# design 1

design_1/layer_met1.png
The bar under the picture is 50 um long.
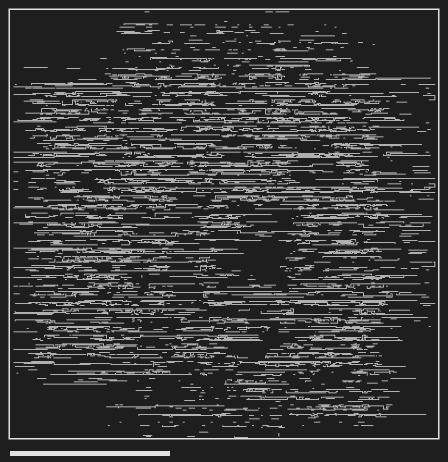

## src/rtl/noc_axi_sched_pkg.sv

```systemverilog
// rtl/noc_axi_sched_pkg.sv - shared types and type-word layout for the NoC AXI request scheduler
package noc_axi_sched_pkg;

   typedef enum logic [1:0] {
      ST_IDLE     = 2'd0,
      ST_DRAIN    = 2'd1,
      ST_RD_BURST = 2'd2,
      ST_WR_BURST = 2'd3
   } sched_state_e;

   typedef enum logic {
      DIR_RD = 1'b0,
      DIR_WR = 1'b1
   } dir_e;

   localparam logic [1:0] MSG_TYPE_LOAD  = 2'd1;
   localparam logic [1:0] MSG_TYPE_STORE = 2'd2;

   localparam int TW_WIDTH         = 6;
   localparam int TW_FLIT_TYPE_LSB = 0;
   localparam int TW_READ_WORD_SEL = 2;
   localparam int TW_READ_SIZE     = 3;
   localparam int TW_LAST_READ     = 4;
   localparam int TW_LAST_WRITE    = 5;

   function automatic logic [TW_WIDTH-1:0] make_type_word(
      input logic is_write,
      input logic last_beat,
      input logic wide_bus,
      input logic word_sel
   );
      logic [TW_WIDTH-1:0] tw;
      tw = '0;
      tw[TW_FLIT_TYPE_LSB +: 2] = is_write ? MSG_TYPE_STORE : MSG_TYPE_LOAD;
      tw[TW_LAST_WRITE]         = is_write & last_beat;
      tw[TW_LAST_READ]          = !is_write & last_beat;
      tw[TW_READ_SIZE]          = wide_bus;
      tw[TW_READ_WORD_SEL]      = !is_write & word_sel;
      return tw;
   endfunction

endpackage

```

## src/rtl/noc_axi_rr_arb.sv

```systemverilog
// rtl/noc_axi_rr_arb.sv - two-requester round-robin arbiter (read vs write address channel)
module noc_axi_rr_arb
   import noc_axi_sched_pkg::*;
(
   input  logic clk,
   input  logic rst_n,
   input  logic rd_req,
   input  logic wr_req,
   input  logic update,
   output logic rd_gnt,
   output logic wr_gnt
);

   dir_e ptr_q;

   // Pointer names the preferred requester; a lone requester always wins.
   assign rd_gnt = rd_req & ((ptr_q == DIR_RD) | !wr_req);
   assign wr_gnt = wr_req & ((ptr_q == DIR_WR) | !rd_req);

   always_ff @(posedge clk or negedge rst_n) begin
      if (!rst_n) begin
         ptr_q <= DIR_RD;
      end else if (update && rd_gnt) begin
         ptr_q <= DIR_WR;
      end else if (update && wr_gnt) begin
         ptr_q <= DIR_RD;
      end
   end

endmodule

```

## src/rtl/noc_axi_txn_scheduler.sv

```systemverilog
// rtl/noc_axi_txn_scheduler.sv - arbitrates AXI AR/AW bursts into per-beat NoC request descriptors
module noc_axi_txn_scheduler
   import noc_axi_sched_pkg::*;
#(
   parameter int AXI_DATA_WIDTH = 64,
   parameter int AXI_ADDR_WIDTH = 64,
   parameter int AXI_LEN_WIDTH  = 8
) (
   input  logic                      clk,
   input  logic                      rst_n,
   input  logic                      s_axi_arvalid,
   output logic                      s_axi_arready,
   input  logic [AXI_ADDR_WIDTH-1:0] s_axi_araddr,
   input  logic [AXI_LEN_WIDTH-1:0]  s_axi_arlen,
   input  logic [2:0]                s_axi_arsize,
   input  logic                      s_axi_awvalid,
   output logic                      s_axi_awready,
   input  logic [AXI_ADDR_WIDTH-1:0] s_axi_awaddr,
   input  logic [AXI_LEN_WIDTH-1:0]  s_axi_awlen,
   input  logic [2:0]                s_axi_awsize,
   output logic                      req_valid,
   input  logic                      req_ready,
   output logic [1:0]                req_type,
   output logic [AXI_ADDR_WIDTH-1:0] req_addr,
   output logic                      req_last,
   output logic                      type_wr,
   output logic [TW_WIDTH-1:0]       type_wr_data,
   input  logic                      type_fifo_full,
   input  logic                      previous_trans_complete
);

   localparam int   MAX_SIZE    = $clog2(AXI_DATA_WIDTH / 8);
   localparam logic WIDE_BUS    = (AXI_DATA_WIDTH == 128);
   localparam logic NARROW_BUS  = (AXI_DATA_WIDTH == 64);

   sched_state_e              state_q;
   dir_e                      dir_q;
   dir_e                      last_dir_q;
   dir_e                      hs_dir;
   logic [AXI_ADDR_WIDTH-1:0] addr_q;
   logic [AXI_LEN_WIDTH-1:0]  len_q;
   logic [AXI_LEN_WIDTH-1:0]  cnt_q;
   logic [2:0]                size_q;

   logic rd_gnt;
   logic wr_gnt;
   logic idle;
   logic in_burst;
   logic is_wr;
   logic ar_hs;
   logic aw_hs;
   logic fire;
   logic last_beat;

   noc_axi_rr_arb u_arb (
      .clk    (clk),
      .rst_n  (rst_n),
      .rd_req (s_axi_arvalid),
      .wr_req (s_axi_awvalid),
      .update (ar_hs | aw_hs),
      .rd_gnt (rd_gnt),
      .wr_gnt (wr_gnt)
   );

   assign idle          = (state_q == ST_IDLE);
   assign in_burst      = (state_q == ST_RD_BURST) || (state_q == ST_WR_BURST);
   assign is_wr         = (state_q == ST_WR_BURST);
   assign s_axi_arready = idle & rd_gnt;
   assign s_axi_awready = idle & wr_gnt;
   assign ar_hs         = s_axi_arvalid & s_axi_arready;
   assign aw_hs         = s_axi_awvalid & s_axi_awready;
   assign hs_dir        = aw_hs ? DIR_WR : DIR_RD;

   // A full type FIFO withdraws valid so no descriptor escapes without its type word.
   assign req_valid    = in_burst & !type_fifo_full;
   assign fire         = req_valid & req_ready;
   assign last_beat    = (cnt_q == len_q);
   assign req_type     = in_burst ? (is_wr ? MSG_TYPE_STORE : MSG_TYPE_LOAD) : 2'd0;
   assign req_addr     = addr_q;
   assign req_last     = in_burst & last_beat;
   assign type_wr      = fire;
   assign type_wr_data = in_burst ? make_type_word(is_wr, last_beat, WIDE_BUS, NARROW_BUS & addr_q[3])
                                  : '0;

   always_ff @(posedge clk or negedge rst_n) begin
      if (!rst_n) begin
         state_q    <= ST_IDLE;
         dir_q      <= DIR_RD;
         last_dir_q <= DIR_RD;
         addr_q     <= '0;
         len_q      <= '0;
         size_q     <= '0;
         cnt_q      <= '0;
      end else begin
         case (state_q)
            ST_IDLE: begin
               if (ar_hs || aw_hs) begin
                  dir_q  <= hs_dir;
                  addr_q <= aw_hs ? s_axi_awaddr : s_axi_araddr;
                  len_q  <= aw_hs ? s_axi_awlen : s_axi_arlen;
                  size_q <= aw_hs ? s_axi_awsize : s_axi_arsize;
                  cnt_q  <= '0;
                  // Direction turnaround waits for the response side to empty.
                  if ((hs_dir != last_dir_q) && !previous_trans_complete) begin
                     state_q <= ST_DRAIN;
                  end else begin
                     state_q <= (hs_dir == DIR_WR) ? ST_WR_BURST : ST_RD_BURST;
                  end
               end
            end
            ST_DRAIN: begin
               if (previous_trans_complete) begin
                  state_q <= (dir_q == DIR_WR) ? ST_WR_BURST : ST_RD_BURST;
               end
            end
            ST_RD_BURST, ST_WR_BURST: begin
               if (fire) begin
                  addr_q <= addr_q + (AXI_ADDR_WIDTH'(1) << size_q);
                  if (last_beat) begin
                     state_q    <= ST_IDLE;
                     last_dir_q <= dir_q;
                     cnt_q      <= '0;
                  end else begin
                     cnt_q <= cnt_q + AXI_LEN_WIDTH'(1);
                  end
               end
            end
            default: state_q <= ST_IDLE;
         endcase
      end
   end

   ar_size_legal: assert property (@(posedge clk) disable iff (!rst_n)
      ar_hs |-> (s_axi_arsize <= 3'(MAX_SIZE)));
   aw_size_legal: assert property (@(posedge clk) disable iff (!rst_n)
      aw_hs |-> (s_axi_awsize <= 3'(MAX_SIZE)));

endmodule

```

## config.mk

```make
export PLATFORM = sky130hd
export DESIGN_NAME = noc_axi_txn_scheduler
export DESIGN_NICKNAME = d
export VERILOG_FILES = /design/src/rtl/noc_axi_sched_pkg.sv /design/src/rtl/noc_axi_rr_arb.sv /design/src/rtl/noc_axi_txn_scheduler.sv
export SDC_FILE = /design/constraint.sdc
export NUM_CORES = 1
export LEC_CHECK = 0
export CAP_MARGIN = 10
export CORE_UTILIZATION = 40
export DETAILED_ROUTE_END_ITERATION = 16
export MAX_ROUTING_LAYER = met4
export PLACE_DENSITY = 0.74
export SLEW_MARGIN = 20
export SYNTH_ARGS = -nofsm -noshare
export SYNTH_HDL_FRONTEND = slang
export SYNTH_SLANG_ARGS = --single-unit
```

## constraint.sdc

```tcl
create_clock -name clk -period 2.88 [get_ports clk]
set_input_delay 0.576 -clock clk [delete_from_list [all_inputs] [get_ports clk]]
set_output_delay 0.576 -clock clk [all_outputs]
set_load 0.02 [all_outputs]
```

# design 2

### src/rtl/spi_master_arbiter_pkg.sv
// Shared types and helpers for the SPI master arbiter: FSM state encoding,
// default frame width and index-width helper.
package spi_master_arbiter_pkg;

    typedef enum logic [1:0] {
        IDLE  = 2'd0,
        START = 2'd1,
        WAIT  = 2'd2,
        DONE  = 2'd3
    } arb_state_t;

    localparam int unsigned DW_DEFAULT = 15;

    function automatic int unsigned idx_w(input int unsigned n);
        return (n > 1) ? $clog2(n) : 1;
    endfunction

endpackage

### src/rtl/spi_master_arbiter_rr_arbiter.sv
// Combinational round-robin picker: first set request after rr_ptr (wrapping),
// returned both one-hot and as an index.
module rr_arbiter
    import spi_master_arbiter_pkg::*;
#(
    parameter int unsigned N_REQ = 4,
    parameter int unsigned IW    = idx_w(N_REQ)
) (
    input  logic [N_REQ-1:0] req,
    input  logic [IW-1:0]    rr_ptr,
    output logic [N_REQ-1:0] win,
    output logic [IW-1:0]    win_idx
);

    always_comb begin
        logic          found;
        int unsigned   cand;
        logic [IW-1:0] cidx;
        win     = '0;
        win_idx = '0;
        found   = 1'b0;
        cand    = 0;
        cidx    = '0;
        // Offsets 1..N_REQ so the last-served requester is checked last.
        for (int unsigned k = 1; k <= N_REQ; k++) begin
            cand = (32'(rr_ptr) + k) % N_REQ;
            cidx = IW'(cand);
            if (!found && req[cidx]) begin
                found     = 1'b1;
                win_idx   = cidx;
                win[cidx] = 1'b1;
            end
        end
    end

endmodule

### src/rtl/spi_master_arbiter.sv
// Round-robin front end sharing one SPI_MASTER frame engine between N_REQ requesters.
// Optional WAIT-state timeout enabled by defining SPI_ARB_TIMEOUT_EN.
module spi_master_arbiter
    import spi_master_arbiter_pkg::*;
#(
    parameter int unsigned N_REQ   = 4,
    parameter int unsigned DW      = DW_DEFAULT,
    parameter int unsigned TIMEOUT = 1023
) (
    input  logic                clk,
    input  logic                clr,
    input  logic [N_REQ-1:0]    req,
    input  logic [N_REQ*DW-1:0] di_flat,
    output logic [N_REQ-1:0]    gnt,
    output logic [N_REQ-1:0]    done,
    output logic [DW-1:0]       do_out,
    output logic                busy,
    output logic                err,
    output logic                spi_st,
    output logic [DW-1:0]       spi_di,
    input  logic                spi_load,
    input  logic [DW-1:0]       spi_do
);

    localparam int unsigned IW = idx_w(N_REQ);

    arb_state_t        state;
    logic [IW-1:0]     rr_ptr;
    logic [IW-1:0]     idx;
    logic [IW-1:0]     win_idx;
    logic [N_REQ-1:0]  win;
    logic              load_d;
    logic              load_rise;
    logic [DW-1:0]     di_lane [N_REQ];

`ifdef SPI_ARB_TIMEOUT_EN
    localparam int unsigned CW = $clog2(TIMEOUT + 1);
    logic [CW-1:0]     wait_cnt;
`else
    assign err = 1'b0;
`endif

    rr_arbiter #(
        .N_REQ (N_REQ),
        .IW    (IW)
    ) u_rr_arbiter (
        .req     (req),
        .rr_ptr  (rr_ptr),
        .win     (win),
        .win_idx (win_idx)
    );

    always_comb begin
        for (int unsigned i = 0; i < N_REQ; i++) begin
            di_lane[i] = di_flat[i*DW +: DW];
        end
    end

    // load_d tracks LOAD every cycle, so a level already high when START
    // is entered is never seen as an edge in WAIT.
    assign load_rise = spi_load & ~load_d;

    always_ff @(posedge clk or negedge clr) begin
        if (!clr) begin
            state    <= IDLE;
            gnt      <= '0;
            done     <= '0;
            do_out   <= '0;
            busy     <= 1'b0;
            spi_st   <= 1'b0;
            spi_di   <= '0;
            rr_ptr   <= IW'(N_REQ - 1);
            idx      <= '0;
            load_d   <= 1'b0;
`ifdef SPI_ARB_TIMEOUT_EN
            err      <= 1'b0;
            wait_cnt <= '0;
`endif
        end else begin
            load_d <= spi_load;
            case (state)
                IDLE: begin
                    if (|req) begin
                        idx    <= win_idx;
                        spi_di <= di_lane[win_idx];
                        gnt    <= win;
                        spi_st <= 1'b1;
                        busy   <= 1'b1;
                        state  <= START;
                    end
                end
                START: begin
                    spi_st <= 1'b0;
                    state  <= WAIT;
`ifdef SPI_ARB_TIMEOUT_EN
                    wait_cnt <= '0;
`endif
                end
                WAIT: begin
                    if (load_rise) begin
                        do_out <= spi_do;
                        done   <= gnt;
                        state  <= DONE;
                    end
`ifdef SPI_ARB_TIMEOUT_EN
                    else if (wait_cnt == CW'(TIMEOUT - 1)) begin
                        do_out <= '0;
                        done   <= gnt;
                        err    <= 1'b1;
                        state  <= DONE;
                    end else begin
                        wait_cnt <= wait_cnt + 1'b1;
                    end
`endif
                end
                DONE: begin
                    done   <= '0;
                    gnt    <= '0;
                    busy   <= 1'b0;
                    rr_ptr <= idx;
                    state  <= IDLE;
`ifdef SPI_ARB_TIMEOUT_EN
                    err    <= 1'b0;
`endif
                end
                default: state <= IDLE;
            endcase
        end
    end

endmodule
### config.mk
export PLATFORM = sky130hd
export DESIGN_NAME = spi_master_arbiter
export DESIGN_NICKNAME = d
export VERILOG_FILES = /design/src/rtl/spi_master_arbiter_pkg.sv /design/src/rtl/spi_master_arbiter_rr_arbiter.sv /design/src/rtl/spi_master_arbiter.sv
export SDC_FILE = /design/constraint.sdc
export NUM_CORES = 1
export LEC_CHECK = 0
export CAP_MARGIN = 5
export CORE_AREA = 2 2 83 85
export DETAILED_ROUTE_END_ITERATION = 10
export DIE_AREA = 0 0 85 87
export PLACE_DENSITY = 0.88
export SLEW_MARGIN = 20
export SYNTH_ARGS = -nofsm -noshare
export SYNTH_HDL_FRONTEND = slang
export SYNTH_HIERARCHICAL = 1
export SYNTH_SLANG_ARGS = --single-unit
### constraint.sdc
create_clock -name clk -period 8.7 [get_ports clk]
set_clock_uncertainty 0.2 [all_clocks]
set_input_delay 1.74 -clock clk [delete_from_list [all_inputs] [get_ports clk]]
set_output_delay 1.74 -clock clk [all_outputs]
set_load 0.02 [all_outputs]

==> layout pictures side by side <==
Track usage over the die.
panel A
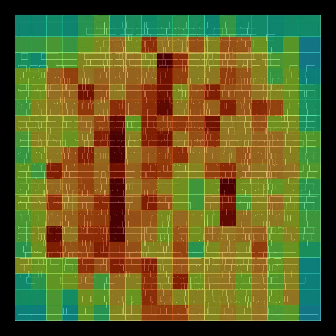
panel B
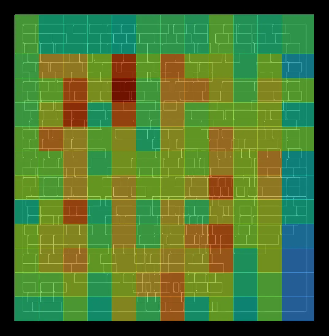
Panel A comes from design 1.
Panel B comes from design 2.
- most wire per cell: panel A

design_2/layer_met2.png
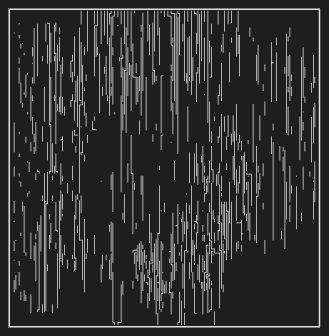
The wires run mostly vertical. The longest straight run is 38.1 um. The layer carries 3370 um of wire.

==> impl_metrics.env, design 2 <==
# yosys + openroad results
export IMPL_outcome="complete, no violations"
export IMPL_post_cts_setup_buffer_count=0
export IMPL_met3_usage_pct=5.21
export IMPL_nMultiInputCombCells=147
export IMPL_yosysMostFrequentCell="dfrtp_1"
export IMPL_drt_wirelength_per_cell_um=15.9
export IMPL_use_met2_pct=31.6
export IMPL_root_buffer="clkbuf_8"
export IMPL_fin_tns_setup_ns=0
export IMPL_taps=80
export IMPL_reg2reg_slack_ns=5.21
export IMPL_warnings=37
export IMPL_hold_class="flip-flop to flip-flop"
export IMPL_cts_hold_buf=0
export IMPL_relSlewSlack_pct=46.6
export IMPL_cpMaxStageDelayCell="clkdlybuf4s50_1"
export IMPL_flops=47
export IMPL_place_ws_ns=4.00
export IMPL_clkCellAreaFrac_pct=2.32
export IMPL_fin_cells=411
export IMPL_worstHoldPathCells=1
export IMPL_gp_congestion=0.787
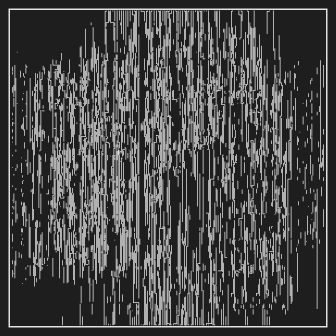
design_1/layer_met2.png
The longest straight run is 55.5 um. The layer carries 12300 um of wire. The layer holds 48% of the routed length.
grt met2 use: 48.6%
vias post-DR: 8046

About design_1/layer_met1.png:
1119 nets have wire on it. The layer carries 10500 um of wire.

==> impl_metrics.env, design 1 <==
# yosys + openroad results
export IMPL_seqPwrFrac_pct=29.9
export IMPL_setup_ws_ns=-0.0507
export IMPL_outcome="finished with violations"
export IMPL_violations="setup timing"
export IMPL_flops=88
export IMPL_reg2reg_slack_ns=-0.05
export IMPL_nMultiInputCombCells=690
export IMPL_ys_seq_share_pct=31.8
export IMPL_crit_required_ns=3.12
export IMPL_chipArea_mm2=0.0179
export IMPL_finalClockSkew_ns=0.00547
export IMPL_timing_rr_end="req_addr[49]"
export IMPL_numClockSinks=88
export IMPL_mux_share_pct=10.2
export IMPL_num_rows=47
export IMPL_p_sw_mw=2.67
export IMPL_route_met2_wl_um=12300
export IMPL_p_clk_mw=1.23
export IMPL_post_cts_setup_buffer_count=5
export IMPL_worstMarginPinSlew_ns=0.626
export IMPL_finalSetupViolations=1
export IMPL_simple_gate_share_pct=28.0
export IMPL_inverters=23

# design 3

design_3/layer_met2.png
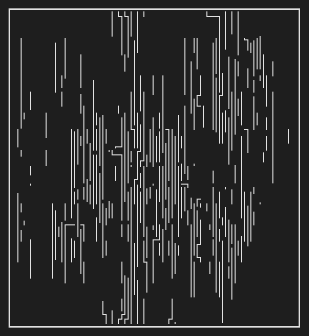

==> src/rtl/hazard_pkg.sv <==
// Shared definitions for the pipeline hazard controller: FSM state encoding,
// default register-index width and the per-cycle pipeline control bundle.
package hazard_pkg;

  localparam int REG_AW_DEFAULT = 5;

  typedef enum logic {
    S_RUN     = 1'b0,
    S_MC_WAIT = 1'b1
  } state_t;

  // One cycle's worth of pipeline register controls.
  typedef struct packed {
    logic pc_write;
    logic if_id_write;
    logic if_id_flush;
    logic id_ex_bubble;
    logic id_ex_hold;
    logic ex_mem_bubble;
  } ctrl_t;

  // Control-zero pattern: every control deasserted.
  localparam ctrl_t NOP_CTRL = '0;

endpackage : hazard_pkg

==> src/rtl/pipeline_hazard_control.sv <==
// Hazard sequencing for the 5-stage pipeline: freezes EX for the multi-cycle
// unit, stalls ID for hazards the forwarding network cannot cover, and
// flushes IF/ID on a taken branch resolved in ID.
// Optional feature macro: HAZARD_STATS_EN adds stall/flush/freeze counters.
module pipeline_hazard_control
  import hazard_pkg::*;
#(
  parameter int REG_AW     = REG_AW_DEFAULT,
  parameter int MC_LATENCY = 4
`ifdef HAZARD_STATS_EN
  ,
  parameter int CNT_W      = 16
`endif
) (
  input  logic              clk,
  input  logic              rst_n,
  input  logic [REG_AW-1:0] if_id_register_rs,
  input  logic [REG_AW-1:0] if_id_registerrt,
  input  logic              if_id_uses_rt,
  input  logic              id_is_branch,
  input  logic              branch_taken,
  input  logic [REG_AW-1:0] id_ex_register_rd,
  input  logic              id_ex_regwrite,
  input  logic              id_ex_memread,
  input  logic              id_ex_mc_op,
  input  logic [REG_AW-1:0] ex_mem_register_rd,
  input  logic              ex_mem_memread,
  output logic              pc_write,
  output logic              if_id_write,
  output logic              if_id_flush,
  output logic              id_ex_bubble,
  output logic              id_ex_hold,
  output logic              ex_mem_bubble,
  output logic              busy
`ifdef HAZARD_STATS_EN
  ,
  output logic [CNT_W-1:0]  stall_cycles,
  output logic [CNT_W-1:0]  flush_count,
  output logic [CNT_W-1:0]  mc_cycles
`endif
);

  localparam int MC_CW   = $clog2(MC_LATENCY) + 1;
  localparam int MC_LOAD_INT = (MC_LATENCY > 1) ? (MC_LATENCY - 2) : 0;
  localparam logic [MC_CW-1:0] MC_LOAD = MC_LOAD_INT[MC_CW-1:0];

  state_t           state;
  logic [MC_CW-1:0] mc_cnt;
  // High for the single cycle after a wait ends: the multi-cycle op is still
  // in EX (it was held) and must leave without starting a second freeze.
  logic             mc_release;

  logic  mc_start;
  logic  freeze;
  logic  stall_raw;
  logic  stall;
  logic  flush;
  ctrl_t ctrl;

  // rd != 0 and rd matches a source register the ID instruction actually reads.
  function automatic logic dep(input logic [REG_AW-1:0] rd,
                               input logic [REG_AW-1:0] rs,
                               input logic [REG_AW-1:0] rt,
                               input logic              uses_rt);
    return (rd != '0) && ((rd == rs) || (uses_rt && (rd == rt)));
  endfunction

  // Hazard detection and priority resolution: freeze > ID stall > flush.
  always_comb begin
    // NOTE: every always_comb output gets a default first so no path leaves it unassigned (no latch).
    mc_start  = (MC_LATENCY > 1) && (state == S_RUN) && id_ex_mc_op && !mc_release;
    freeze    = (state == S_MC_WAIT) || mc_start;
    stall_raw = (id_ex_memread &&
                 dep(id_ex_register_rd, if_id_register_rs, if_id_registerrt, if_id_uses_rt))
             || (id_is_branch && id_ex_regwrite &&
                 dep(id_ex_register_rd, if_id_register_rs, if_id_registerrt, if_id_uses_rt))
             || (id_is_branch && ex_mem_memread &&
                 dep(ex_mem_register_rd, if_id_register_rs, if_id_registerrt, if_id_uses_rt));
    stall     = stall_raw && !freeze;
    flush     = id_is_branch && branch_taken && !stall_raw && !freeze;

    ctrl             = NOP_CTRL;
    ctrl.pc_write    = 1'b1;
    ctrl.if_id_write = 1'b1;
    if (freeze) begin
      ctrl.pc_write      = 1'b0;
      ctrl.if_id_write   = 1'b0;
      ctrl.id_ex_hold    = 1'b1;
      ctrl.ex_mem_bubble = 1'b1;
    end else if (stall) begin
      ctrl.pc_write     = 1'b0;
      ctrl.if_id_write  = 1'b0;
      ctrl.id_ex_bubble = 1'b1;
    end else if (flush) begin
      ctrl.if_id_flush = 1'b1;
    end
  end

  assign pc_write      = ctrl.pc_write;
  assign if_id_write   = ctrl.if_id_write;
  assign if_id_flush   = ctrl.if_id_flush;
  assign id_ex_bubble  = ctrl.id_ex_bubble;
  assign id_ex_hold    = ctrl.id_ex_hold;
  assign ex_mem_bubble = ctrl.ex_mem_bubble;
  assign busy          = (state != S_RUN);

  // Multi-cycle wait FSM: counts down the remaining frozen cycles of an EX op.
  always_ff @(posedge clk) begin
    // NOTE: sequential state uses non-blocking assignments so every register samples pre-edge values.
    if (!rst_n) begin
      state      <= S_RUN;
      mc_cnt     <= '0;
      mc_release <= 1'b0;
    end else begin
      case (state)
        S_RUN: begin
          mc_release <= 1'b0;
          if (mc_start) begin
            state  <= S_MC_WAIT;
            mc_cnt <= MC_LOAD;
          end
        end
        S_MC_WAIT: begin
          if (mc_cnt == '0) begin
            state      <= S_RUN;
            mc_release <= 1'b1;
          end else begin
            mc_cnt <= mc_cnt - 1'b1;
          end
        end
        default: begin
          state      <= S_RUN;
          mc_cnt     <= '0;
          mc_release <= 1'b0;
        end
      endcase
    end
  end

`ifdef HAZARD_STATS_EN
  localparam logic [CNT_W-1:0] CNT_MAX = '1;

  // Saturating event counters for stall, flush and freeze cycles.
  always_ff @(posedge clk) begin
    if (!rst_n) begin
      stall_cycles <= '0;
      flush_count  <= '0;
      mc_cycles    <= '0;
    end else begin
      if (stall && (stall_cycles != CNT_MAX)) stall_cycles <= stall_cycles + 1'b1;
      if (flush && (flush_count  != CNT_MAX)) flush_count  <= flush_count + 1'b1;
      if (freeze && (mc_cycles   != CNT_MAX)) mc_cycles    <= mc_cycles + 1'b1;
    end
  end
`endif

endmodule : pipeline_hazard_control

==> config.mk <==
export PLATFORM = sky130hd
export DESIGN_NAME = pipeline_hazard_control
export DESIGN_NICKNAME = d
export VERILOG_FILES = /design/src/rtl/hazard_pkg.sv /design/src/rtl/pipeline_hazard_control.sv
export SDC_FILE = /design/constraint.sdc
export NUM_CORES = 1
export LEC_CHECK = 0
export ABC_AREA = 1
export CAP_MARGIN = 20
export CORE_ASPECT_RATIO = 1.1
export CORE_MARGIN = 1
export CORE_UTILIZATION = 39
export DETAILED_ROUTE_END_ITERATION = 7
export PLACE_DENSITY = 0.82
export SYNTH_ARGS = -nofsm -noshare
export SYNTH_HDL_FRONTEND = slang
export SYNTH_SLANG_ARGS = --single-unit
==> constraint.sdc <==
create_clock -name clk -period 1.65 [get_ports clk]
set_input_delay 0.2475 -clock clk [delete_from_list [all_inputs] [get_ports clk]]
set_output_delay 0.2475 -clock clk [all_outputs]
set_load 0.05 [all_outputs]
# design 4

**src/rtl/cpu_pkg.sv**
```systemverilog
// cpu_pkg: shared fetch constants and PC alignment helper
package cpu_pkg;
  localparam int ILEN = 32;
  localparam logic [63:0] RESET_PC_DEF = '0;
  function automatic logic [63:0] align_pc(input logic [63:0] pc);
    return {pc[63:2], 2'b00};
  endfunction
endpackage

```
**src/rtl/sync_fifo.sv**
```systemverilog
// sync_fifo: flushable synchronous FIFO, head presented from registered storage
module sync_fifo #(
  parameter int W = 64,
  parameter int DEPTH = 4
) (
  input  logic                     clk,
  input  logic                     rst,
  input  logic                     i_flush,
  input  logic                     i_push,
  input  logic [W-1:0]             i_wdata,
  input  logic                     i_pop,
  output logic [W-1:0]             o_rdata,
  output logic [$clog2(DEPTH):0]   o_count
);
  localparam int PW = $clog2(DEPTH);
  localparam logic [PW:0] ONE = 1;
  logic [W-1:0] r_mem [DEPTH];
  logic [PW:0] r_wptr, r_rptr;
  // storage and pointers; flush only rewinds pointers
  always_ff @(posedge clk or posedge rst)
    if (rst) begin
      r_wptr <= '0;
      r_rptr <= '0;
      for (int i = 0; i < DEPTH; i++) r_mem[i] <= '0;
    end else if (i_flush) begin
      r_wptr <= '0;
      r_rptr <= '0;
    end else begin
      if (i_push) begin
        r_mem[r_wptr[PW-1:0]] <= i_wdata;
        r_wptr <= r_wptr + ONE;
      end
      if (i_pop) r_rptr <= r_rptr + ONE;
    end
  assign o_count = r_wptr - r_rptr;
  assign o_rdata = r_mem[r_rptr[PW-1:0]];
endmodule

```
**src/rtl/ifetch_prefetch.sv**
```systemverilog
// ifetch_prefetch: credit-based instruction prefetcher with redirect drop counting
module ifetch_prefetch import cpu_pkg::*; #(
  parameter int XLEN = ILEN,
  parameter int AW = 14,
  parameter int DEPTH = 4,
  parameter logic [XLEN-1:0] RESET_PC = XLEN'(RESET_PC_DEF)
) (
  input  logic            clk,
  input  logic            rst,
  output logic            imem_req_valid,
  input  logic            imem_req_ready,
  output logic [AW-1:0]   imem_req_addr,
  input  logic            imem_rsp_valid,
  input  logic [XLEN-1:0] imem_rsp_data,
  input  logic            redirect_valid,
  input  logic [XLEN-1:0] redirect_pc,
  output logic            inst_valid,
  input  logic            inst_ready,
  output logic [XLEN-1:0] inst_data,
  output logic [XLEN-1:0] inst_pc,
  output logic [XLEN-1:0] inst_pc_plus4,
  output logic            misalign_err
);
  localparam int CW = $clog2(DEPTH) + 1;
  localparam logic [CW-1:0] ONE = 1;
  logic [XLEN-1:0] r_pc;
  logic [CW-1:0] r_drop;
  logic [CW-1:0] w_outst, w_q_cnt, w_outst_nxt;
  logic [CW:0] w_credit;
  logic [XLEN-1:0] w_rsp_pc;
  logic w_fire, w_push, w_pop;
  // outstanding requests are exactly the PCs waiting for their response
  sync_fifo #(.W(XLEN), .DEPTH(DEPTH)) u_pc_fifo (
    .clk(clk), .rst(rst), .i_flush(1'b0), .i_push(w_fire), .i_wdata(r_pc),
    .i_pop(imem_rsp_valid), .o_rdata(w_rsp_pc), .o_count(w_outst)
  );
  sync_fifo #(.W(2*XLEN), .DEPTH(DEPTH)) u_inst_q (
    .clk(clk), .rst(rst), .i_flush(redirect_valid), .i_push(w_push),
    .i_wdata({imem_rsp_data, w_rsp_pc}), .i_pop(w_pop),
    .o_rdata({inst_data, inst_pc}), .o_count(w_q_cnt)
  );
  assign w_credit = (CW+1)'(w_outst) + (CW+1)'(w_q_cnt);
  assign imem_req_valid = !rst && !redirect_valid && w_credit < (CW+1)'(DEPTH);
  assign imem_req_addr = r_pc[AW+1:2];
  assign w_fire = imem_req_valid && imem_req_ready;
  assign w_push = imem_rsp_valid && r_drop == '0 && !redirect_valid;
  assign w_pop = inst_valid && inst_ready && !redirect_valid;
  assign w_outst_nxt = w_outst + CW'(w_fire) - CW'(imem_rsp_valid);
  assign inst_valid = w_q_cnt != '0;
  assign inst_pc_plus4 = inst_pc + XLEN'(4);
  assign misalign_err = !rst && redirect_valid && redirect_pc[1:0] != 2'b00;
  // fetch PC and count of stale responses still in flight after a redirect
  always_ff @(posedge clk or posedge rst)
    if (rst) begin
      r_pc <= RESET_PC;
      r_drop <= '0;
    end else if (redirect_valid) begin
      r_pc <= XLEN'(align_pc(64'(redirect_pc)));
      r_drop <= w_outst_nxt;
    end else begin
      if (w_fire) r_pc <= r_pc + XLEN'(4);
      if (imem_rsp_valid && r_drop != '0) r_drop <= r_drop - ONE;
    end
endmodule

```
**config.mk**
```make
export PLATFORM = sky130hd
export DESIGN_NAME = ifetch_prefetch
export DESIGN_NICKNAME = d
export VERILOG_FILES = /design/src/rtl/cpu_pkg.sv /design/src/rtl/sync_fifo.sv /design/src/rtl/ifetch_prefetch.sv
export SDC_FILE = /design/constraint.sdc
export NUM_CORES = 1
export LEC_CHECK = 0
export CORE_ASPECT_RATIO = 1.4
export CORE_UTILIZATION = 52
export CTS_BUF_LIST = sky130_fd_sc_hd__clkbuf_8 sky130_fd_sc_hd__clkbuf_16
export CTS_CLUSTER_SIZE = 10
export DETAILED_ROUTE_END_ITERATION = 7
export GPL_ROUTABILITY_DRIVEN = 0
export GPL_TIMING_DRIVEN = 0
export PLACE_DENSITY = 0.74
export SLEW_MARGIN = 25
export SYNTH_ARGS = -nofsm -noshare
export SYNTH_HDL_FRONTEND = slang
export SYNTH_SLANG_ARGS = --single-unit
```
**constraint.sdc**
```tcl
create_clock -name clk -period 15.7 [get_ports clk]
set_input_delay 3.14 -clock clk [delete_from_list [all_inputs] [get_ports clk]]
set_output_delay 3.14 -clock clk [all_outputs]
set_load 0.02 [all_outputs]
```
design_3/cell_density.png
The bar under the picture is 10 um long. 8 x 9 tiles, from black (low) to pale yellow (high), 0 to 100% covered.
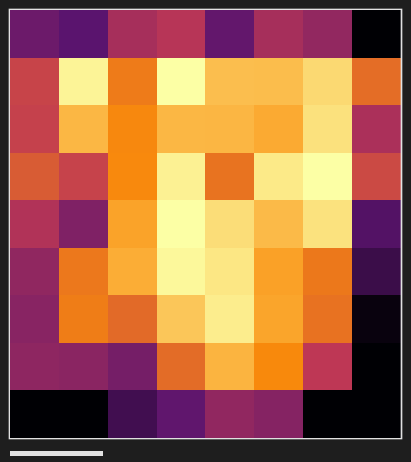
8.3% of the tiles are nearly empty. 36% of the tiles are over 75% full. The mean over all tiles is 59%. The densest ninth of the die: center.

## Picture notes: design_3/layer_met2.png
The layer carries 1070 um of wire. The wires run mostly vertical. 177 nets have wire on it. The layer holds 52% of the routed length. The longest straight run is 19.9 um.

==> impl_metrics.env, design 3 <==
# yosys + openroad results
export IMPL_synth_cell_types=20
export IMPL_hold_class="flip-flop to flip-flop"
export IMPL_holdCritStartpoint="mc_cnt[2]"
export IMPL_buffers=40
export IMPL_critPathBufInv=4
export IMPL_outcome="complete, no violations"
export IMPL_worstSetupStartpoint="id_ex_memread"
export IMPL_cts_tree="built"
export IMPL_comb_power_mw=0.435
export IMPL_ios=36
export IMPL_reg2reg_depth=8
export IMPL_fin_cells=197
export IMPL_leakage_nw=0.668
export IMPL_top_logic_kind="simple AND/OR/NAND/NOR gates"
export IMPL_chipArea_mm2=0.00195
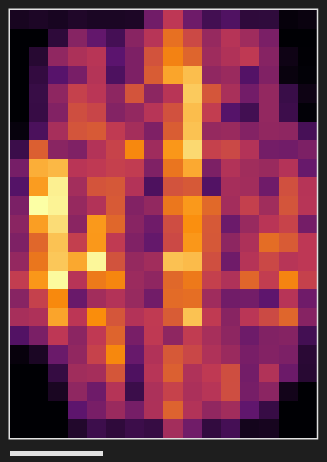
design_4/metal_density.png
The bar under the picture is 50 um long. 16 x 23 tiles, from black (low) to pale yellow (high), scaled to the fullest tile. Values are wire area over tile area, all layers added.
The mean over all tiles is 0.18. The fullest tile reaches 0.44. The densest ninth of the die: west.

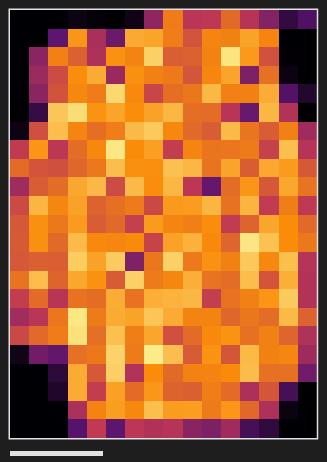
design_4/cell_density.png
The bar under the picture is 50 um long. 16 x 23 tiles, from black (low) to pale yellow (high), 0 to 100% covered.
8.4% of the tiles are nearly empty. The mean over all tiles is 60%. The fullest tile reaches 96%.

==> impl_metrics.env, design 4 <==
# yosys + openroad results
export IMPL_layout_drive_gt1_share_pct=35.9
export IMPL_ff_type="dfrtp_1"
export IMPL_crit_family="buffers and inverters"
export IMPL_worstSetupStartpoint="u_inst_q.r_rptr[1]"
export IMPL_avgViaCountPerCell=5.83
export IMPL_p_sw_mw=1.22
export IMPL_critPathBufInv=8
export IMPL_ys_ff=413
export IMPL_taps=467
export IMPL_chipArea_mm2=0.0378
export IMPL_layout_nets=1669
export IMPL_met3_usage_pct=3.21
export IMPL_seqPwrFrac_pct=38.7
export IMPL_simple_gate_share_pct=5.03
export IMPL_cpPeakStageDelay_ns=0.61
export IMPL_min_to="u_pc_fifo.r_mem[55]"
export IMPL_finalClockPeriodUsage_pct=54.6
export IMPL_num_rows=83
export IMPL_outcome="complete, no violations"

# design 5

--- config.mk ---
export PLATFORM = sky130hd
export DESIGN_NAME = data_inf_rr_arbiter
export DESIGN_NICKNAME = d
export VERILOG_FILES = /design/src/rtl/data_inf_arb_pkg.sv /design/src/rtl/data_inf_rr_arbiter_rr_pick.sv /design/src/rtl/data_inf_rr_arbiter.sv
export SDC_FILE = /design/constraint.sdc
export NUM_CORES = 1
export LEC_CHECK = 0
export CORE_MARGIN = 3
export CORE_UTILIZATION = 40
export CTS_BUF_LIST = sky130_fd_sc_hd__clkbuf_4
export DETAILED_ROUTE_END_ITERATION = 7
export GPL_ROUTABILITY_DRIVEN = 0
export GPL_TIMING_DRIVEN = 0
export PLACE_DENSITY = 0.78
export SETUP_SLACK_MARGIN = 0.1
export SLEW_MARGIN = 20
export SYNTH_ARGS = -nofsm -noshare
export SYNTH_HDL_FRONTEND = slang
export SYNTH_SLANG_ARGS = --single-unit
--- constraint.sdc ---
create_clock -name clock -period 2.5 [get_ports clock]
set_input_delay 0.5 -clock clock [delete_from_list [all_inputs] [get_ports clock]]
set_output_delay 0.5 -clock clock [all_outputs]
set_load 0.01 [all_outputs]
--- src/rtl/data_inf_arb_pkg.sv ---
// Shared types for the rotating-priority stream arbiter: FSM states and index width helper.
package data_inf_arb_pkg;

    typedef enum logic {
        IDLE  = 1'b0,
        GRANT = 1'b1
    } arb_state_t;

    function automatic int IDX_W(input int n);
        return (n > 1) ? $clog2(n) : 1;
    endfunction

endpackage

--- src/rtl/data_inf_rr_arbiter_rr_pick.sv ---
// Rotating-priority picker: first asserted req at or after ptr, wrapping NUM-1 -> 0.
// Purely combinational; no latency, no backpressure.
module rr_pick
    import data_inf_arb_pkg::*;
#(
    parameter int NUM = 4,
    localparam int IW = IDX_W(NUM)
) (
    input  logic [NUM-1:0] req,
    input  logic [IW-1:0]  ptr,
    output logic           any,
    output logic [IW-1:0]  idx
);

    always_comb begin
        int          j;
        logic [IW-1:0] w_j;
        any = 1'b0;
        idx = '0;
        j   = 0;
        w_j = '0;
        // Walk from the farthest offset back to ptr so the nearest hit is written last.
        for (int k = NUM - 1; k >= 0; k--) begin
            j = int'(ptr) + k;
            if (j >= NUM) begin
                j = j - NUM;
            end
            w_j = IW'(j);
            if (req[w_j]) begin
                any = 1'b1;
                idx = w_j;
            end
        end
    end

endmodule

--- src/rtl/data_inf_rr_arbiter.sv ---
// Merges NUM valid/ready streams round-robin, up to BURST beats per grant, registered output.
// One arbitration cycle per grant; m_ready low stalls the granted source and holds the output beat.
module data_inf_rr_arbiter
    import data_inf_arb_pkg::*;
#(
    parameter int NUM   = 4,
    parameter int DSIZE = 8,
    parameter int BURST = 4
) (
    input  logic                   clock,
    input  logic                   rst,
    input  logic [NUM-1:0]         s_valid,
    input  logic [NUM*DSIZE-1:0]   s_data,
    output logic [NUM-1:0]         s_ready,
    output logic                   m_valid,
    output logic [DSIZE-1:0]       m_data,
    output logic [IDX_W(NUM)-1:0]  m_id,
    input  logic                   m_ready
);

    localparam int IW = IDX_W(NUM);
    localparam int CW = $clog2(BURST + 1);

    arb_state_t       r_state;
    arb_state_t       w_state_nxt;
    logic [IW-1:0]    r_ptr;
    logic [IW-1:0]    r_gnt;
    logic [CW-1:0]    r_cnt;
    logic             r_m_valid;
    logic [DSIZE-1:0] r_m_data;
    logic [IW-1:0]    r_m_id;

    logic             w_any;
    logic [IW-1:0]    w_pick;
    logic             w_gnt_vld;
    logic             w_gnt_rdy;
    logic             w_accept;
    logic             w_release;
    logic [IW-1:0]    w_gnt_inc;

    rr_pick #(
        .NUM (NUM)
    ) u_pick (
        .req (s_valid),
        .ptr (r_ptr),
        .any (w_any),
        .idx (w_pick)
    );

    assign w_gnt_vld = s_valid[r_gnt];
    assign w_gnt_rdy = !r_m_valid || m_ready;
    assign w_gnt_inc = (r_gnt == IW'(NUM - 1)) ? '0 : r_gnt + IW'(1);

    always_comb begin
        w_state_nxt = r_state;
        s_ready     = '0;
        w_accept    = 1'b0;
        w_release   = 1'b0;
        case (r_state)
            IDLE: begin
                if (w_any) begin
                    w_state_nxt = GRANT;
                end
            end
            GRANT: begin
                s_ready[r_gnt] = w_gnt_rdy;
                w_accept       = w_gnt_vld && w_gnt_rdy;
                // A source that drops valid forfeits the remainder of its burst.
                if (!w_gnt_vld || (w_accept && r_cnt == CW'(BURST - 1))) begin
                    w_release   = 1'b1;
                    w_state_nxt = IDLE;
                end
            end
            default: w_state_nxt = IDLE;
        endcase
        // Nothing may be accepted in a reset cycle, whatever state we are leaving.
        if (rst) begin
            s_ready  = '0;
            w_accept = 1'b0;
        end
    end

    always_ff @(posedge clock) begin
        if (rst) begin
            r_state <= IDLE;
        end else begin
            r_state <= w_state_nxt;
        end
    end

    always_ff @(posedge clock) begin
        if (rst) begin
            r_ptr     <= '0;
            r_gnt     <= '0;
            r_cnt     <= '0;
            r_m_valid <= 1'b0;
            r_m_data  <= '0;
            r_m_id    <= '0;
        end else begin
            if (r_state == IDLE && w_any) begin
                r_gnt <= w_pick;
                r_cnt <= '0;
            end
            if (w_accept) begin
                r_m_valid <= 1'b1;
                r_m_data  <= s_data[r_gnt*DSIZE +: DSIZE];
                r_m_id    <= r_gnt;
                r_cnt     <= r_cnt + CW'(1);
            end else if (m_ready) begin
                r_m_valid <= 1'b0;
            end
            if (w_release) begin
                r_ptr <= w_gnt_inc;
            end
        end
    end

    assign m_valid = r_m_valid;
    assign m_data  = r_m_data;
    assign m_id    = r_m_id;

endmodule

# design 6

`src/rtl/pc_seq_pkg.sv`:
```
// pc_seq_pkg: opcode constants, FSM state encoding and next-PC select codes for pc_seq_ctrl.
package pc_seq_pkg;
  localparam logic [3:0] OP_JMP  = 4'h1;
  localparam logic [3:0] OP_JZ   = 4'h2;
  localparam logic [3:0] OP_RETI = 4'hE;
  localparam logic [3:0] OP_HLT  = 4'hF;
  typedef enum logic [1:0] {FETCH, DECODE, OPERAND, HALT} state_t;
  typedef enum logic [1:0] {SEL_INCR, SEL_TARGET, SEL_VECTOR, SEL_EPC} pc_sel_t;
endpackage

```
`src/rtl/pc_next_sel.sv`:
```
// pc_next_sel: combinational next-PC mux choosing increment, branch target, IRQ vector or saved EPC.
module pc_next_sel
  import pc_seq_pkg::*;
#(
  parameter int ADDR_W = 8
) (
  input  pc_sel_t           sel_i,
  input  logic [ADDR_W-1:0] pc_i,
  input  logic [ADDR_W-1:0] target_i,
  input  logic [ADDR_W-1:0] vector_i,
  input  logic [ADDR_W-1:0] epc_i,
  output logic [ADDR_W-1:0] next_pc_o
);
  always_comb begin
    next_pc_o = sel_i == SEL_TARGET ? target_i :
                sel_i == SEL_VECTOR ? vector_i :
                sel_i == SEL_EPC    ? epc_i    : pc_i + ADDR_W'(1);
  end
endmodule

```
`src/rtl/pc_seq_ctrl.sv`:
```
// pc_seq_ctrl: fetch/branch sequencer driving the PC (increment, JMP, JZ, HLT, exec pulse).
// Optional interrupt entry/RETI support is enabled with `define PC_SEQ_IRQ_EN.
module pc_seq_ctrl
  import pc_seq_pkg::*;
#(
  parameter int                  ADDR_W     = 8,
  parameter int                  DATA_W     = 8,
  parameter logic [ADDR_W-1:0]   IRQ_VECTOR = 8'hF0
) (
  input  logic              clk,
  input  logic              rst,
  input  logic [ADDR_W-1:0] pc_in,
  input  logic [DATA_W-1:0] instr,
  input  logic              mem_ready,
  input  logic              zero_flag,
  input  logic              stall,
  input  logic              irq,
  output logic              mem_rd_en,
  output logic [ADDR_W-1:0] next_pc,
  output logic              pc_write_en,
  output logic [DATA_W-1:0] ir,
  output logic              exec_en,
  output logic              halted,
  output logic [ADDR_W-1:0] epc
);
  state_t            state_q, state_d;
  logic [DATA_W-1:0] ir_q, ir_d;
  logic [ADDR_W-1:0] epc_q, sel_pc;
  logic [3:0]        op;
  logic              run, irq_take, is_reti, is_br, take_br;
  pc_sel_t           sel;
  assign op      = ir_q[DATA_W-1 -: 4];
  assign run     = !rst && !stall;
  assign is_br   = op == OP_JMP || op == OP_JZ;
  assign take_br = op == OP_JMP || (op == OP_JZ && zero_flag);
`ifdef PC_SEQ_IRQ_EN
  logic ie_q;
  assign irq_take = run && irq && ie_q && state_q == FETCH;
  assign is_reti  = op == OP_RETI;
  always_ff @(posedge clk) begin
    if (rst) begin
      ie_q  <= 1'b1;
      epc_q <= '0;
    end else if (irq_take) begin
      ie_q  <= 1'b0;
      epc_q <= pc_in;
    end else if (run && state_q == DECODE && is_reti) begin
      ie_q  <= 1'b1;
    end
  end
`else
  logic unused_irq;
  assign unused_irq = irq;
  assign irq_take   = 1'b0;
  assign is_reti    = 1'b0;
  assign epc_q      = '0;
`endif
  always_ff @(posedge clk) begin
    if (rst) begin
      state_q <= FETCH;
      ir_q    <= '0;
    end else begin
      state_q <= state_d;
      ir_q    <= ir_d;
    end
  end
  always_comb begin
    state_d = state_q;
    ir_d    = ir_q;
    if (!stall) begin
      case (state_q)
        FETCH: if (!irq_take && mem_ready) begin
          state_d = DECODE;
          ir_d    = instr;
        end
        DECODE:  state_d = is_br ? OPERAND : op == OP_HLT ? HALT : FETCH;
        OPERAND: state_d = mem_ready ? FETCH : OPERAND;
        default: state_d = HALT;
      endcase
    end
  end
  // Mealy outputs; every enable is squashed by reset or stall.
  always_comb begin
    mem_rd_en   = run && ((state_q == FETCH && !irq_take) || state_q == OPERAND);
    pc_write_en = run && ((state_q == FETCH && (irq_take || mem_ready)) ||
                          (state_q == OPERAND && mem_ready) ||
                          (state_q == DECODE && is_reti));
    exec_en     = run && state_q == DECODE && !is_br && op != OP_HLT && !is_reti;
    halted      = !rst && state_q == HALT;
    sel         = irq_take ? SEL_VECTOR :
                  state_q == DECODE ? SEL_EPC :
                  (state_q == OPERAND && take_br) ? SEL_TARGET : SEL_INCR;
    next_pc     = pc_write_en ? sel_pc : '0;
  end
  pc_next_sel #(.ADDR_W(ADDR_W)) u_sel (
    .sel_i    (sel),
    .pc_i     (pc_in),
    .target_i (instr[ADDR_W-1:0]),
    .vector_i (IRQ_VECTOR),
    .epc_i    (epc_q),
    .next_pc_o(sel_pc)
  );
  assign ir  = ir_q;
  assign epc = epc_q;
endmodule

```
`config.mk`:
```
export PLATFORM = sky130hd
export DESIGN_NAME = pc_seq_ctrl
export DESIGN_NICKNAME = d
export VERILOG_FILES = /design/src/rtl/pc_seq_pkg.sv /design/src/rtl/pc_next_sel.sv /design/src/rtl/pc_seq_ctrl.sv
export SDC_FILE = /design/constraint.sdc
export NUM_CORES = 1
export LEC_CHECK = 0
export ABC_AREA = 0
export CORE_ASPECT_RATIO = 1.1
export CORE_MARGIN = 10
export CORE_UTILIZATION = 40
export CTS_CLUSTER_SIZE = 20
export DETAILED_ROUTE_END_ITERATION = 12
export GPL_TIMING_DRIVEN = 0
export PLACE_DENSITY_LB_ADDON = 0.1
export SKIP_LAST_GASP = 1
export SLEW_MARGIN = 20
export SYNTH_ARGS = -nofsm -noshare
export SYNTH_HDL_FRONTEND = slang
export SYNTH_SLANG_ARGS = --single-unit
```
`constraint.sdc`:
```
create_clock -name clk -period 2.3 [get_ports clk]
set_input_delay 0.69 -clock clk [delete_from_list [all_inputs] [get_ports clk]]
set_output_delay 0.69 -clock clk [all_outputs]
set_load 0.02 [all_outputs]
```

## Gallery

M1 wires.
The bar under the picture is 20 um long.
picture 1
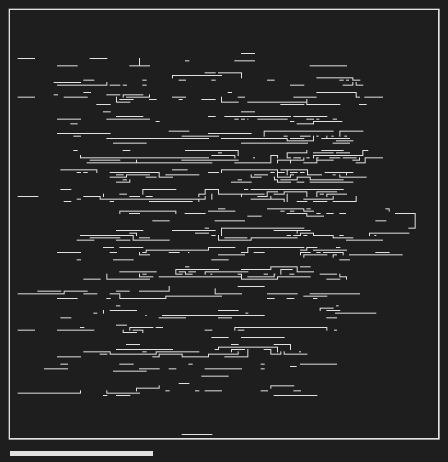
picture 2
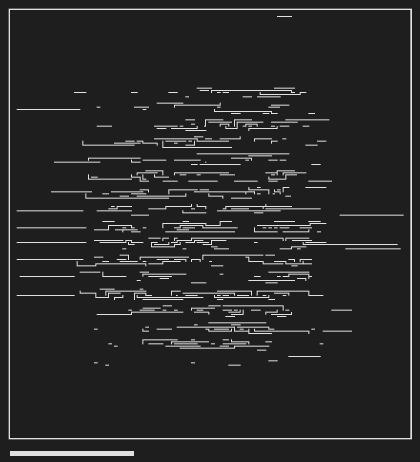
- largest die: picture 2
| from | picture |
|---|---|
| design 5 | picture 1 |
| design 6 | picture 2 |

Key to picture 1:
The longest straight run is 17.9 um. The layer holds 39% of the routed length.

design_6/congestion.png
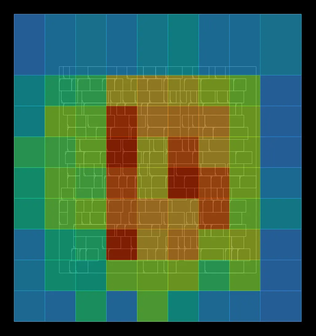
met3 Usage GRT: 3.54%
grt met2 use: 24.4%
gr busiest metal: met2
Total GRT Usage: 13.6%

==> impl_metrics.env, design 6 <==
# yosys + openroad results
export IMPL_critPathArrivalTime_ns=1.75
export IMPL_nFillCells=170
export IMPL_outcome="finished with violations"
export IMPL_cts_hold_buf=0
export IMPL_setup_ws_ns=-0.140
export IMPL_ios=50
export IMPL_buffers=56
export IMPL_comb_power_mw=0.202
export IMPL_taps=28
export IMPL_p_int_mw=0.372
export IMPL_worstHoldPathCells=2
export IMPL_finalSetupViolations=8
export IMPL_clk_latency_ns=0.27
export IMPL_logic_area_um2=751
export IMPL_maxSlewViolCount=0
export IMPL_violations="setup timing"
export IMPL_seqPwrFrac_pct=34.6
export IMPL_sw_frac_of_total_pct=33.0
export IMPL_hold_class="flip-flop to flip-flop"
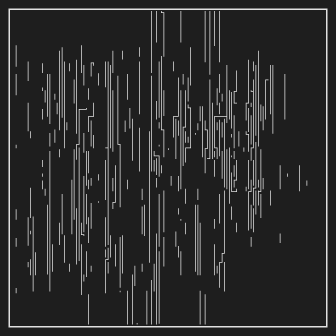
design_5/layer_met2.png
The layer carries 1440 um of wire. The wires run mostly vertical.

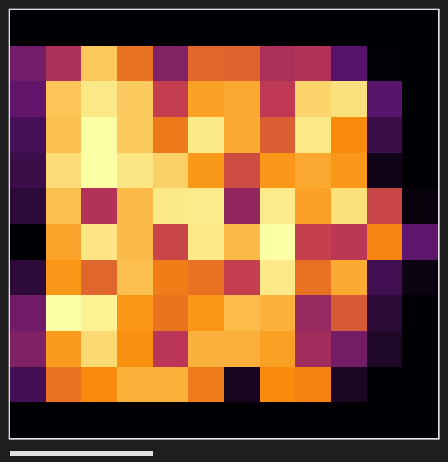
design_5/cell_density.png
The bar under the picture is 20 um long. 12 x 12 tiles, from black (low) to pale yellow (high), 0 to 100% covered.
The emptiest ninth of the die: south-east. The densest ninth of the die: center. The fullest tile reaches 100%. 37% of the tiles are over 75% full. The mean over all tiles is 49%. 24% of the tiles are nearly empty.

==> impl_metrics.env, design 5 <==
# yosys + openroad results
export IMPL_outcome="complete, no violations"
export IMPL_wl_met3_um=295
export IMPL_core_area_mm2=0.00261
export IMPL_cpPeakStageDelay_ns=0.41
export IMPL_comb_power_share_pct=30.2
export IMPL_clk_pin_slew_worst_paths_ns=0.10
export IMPL_hold_viol_final=0
export IMPL_reg2reg_slack_ns=0.50
export IMPL_end_kind="output port"
export IMPL_ff_type="dfxtp_1"
export IMPL_num_rows=18
export IMPL_clockPowerShare_pct=23.8
export IMPL_hold_class="flip-flop to flip-flop"
export IMPL_overflow=0
export IMPL_critPathArrivalTime_ns=1.79
export IMPL_avgViaCountPerCell=5.31
export IMPL_taps=30
export IMPL_chipArea_mm2=0.00360


==> notes/layouts.md <==
Pictures saved along the way, in no particular order.

Track usage over the die.
(a)
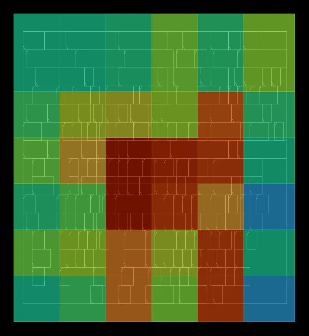
(b)
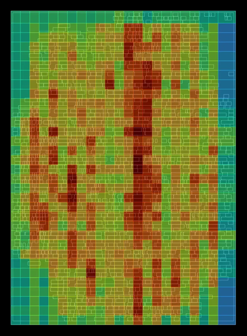
(c)
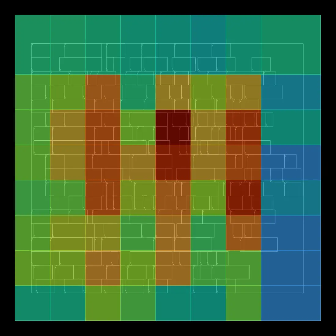
(a) is design 3.
(b) is design 4.
(c) is design 5.
- least wire per cell: (a)
- lowest track usage: (c)

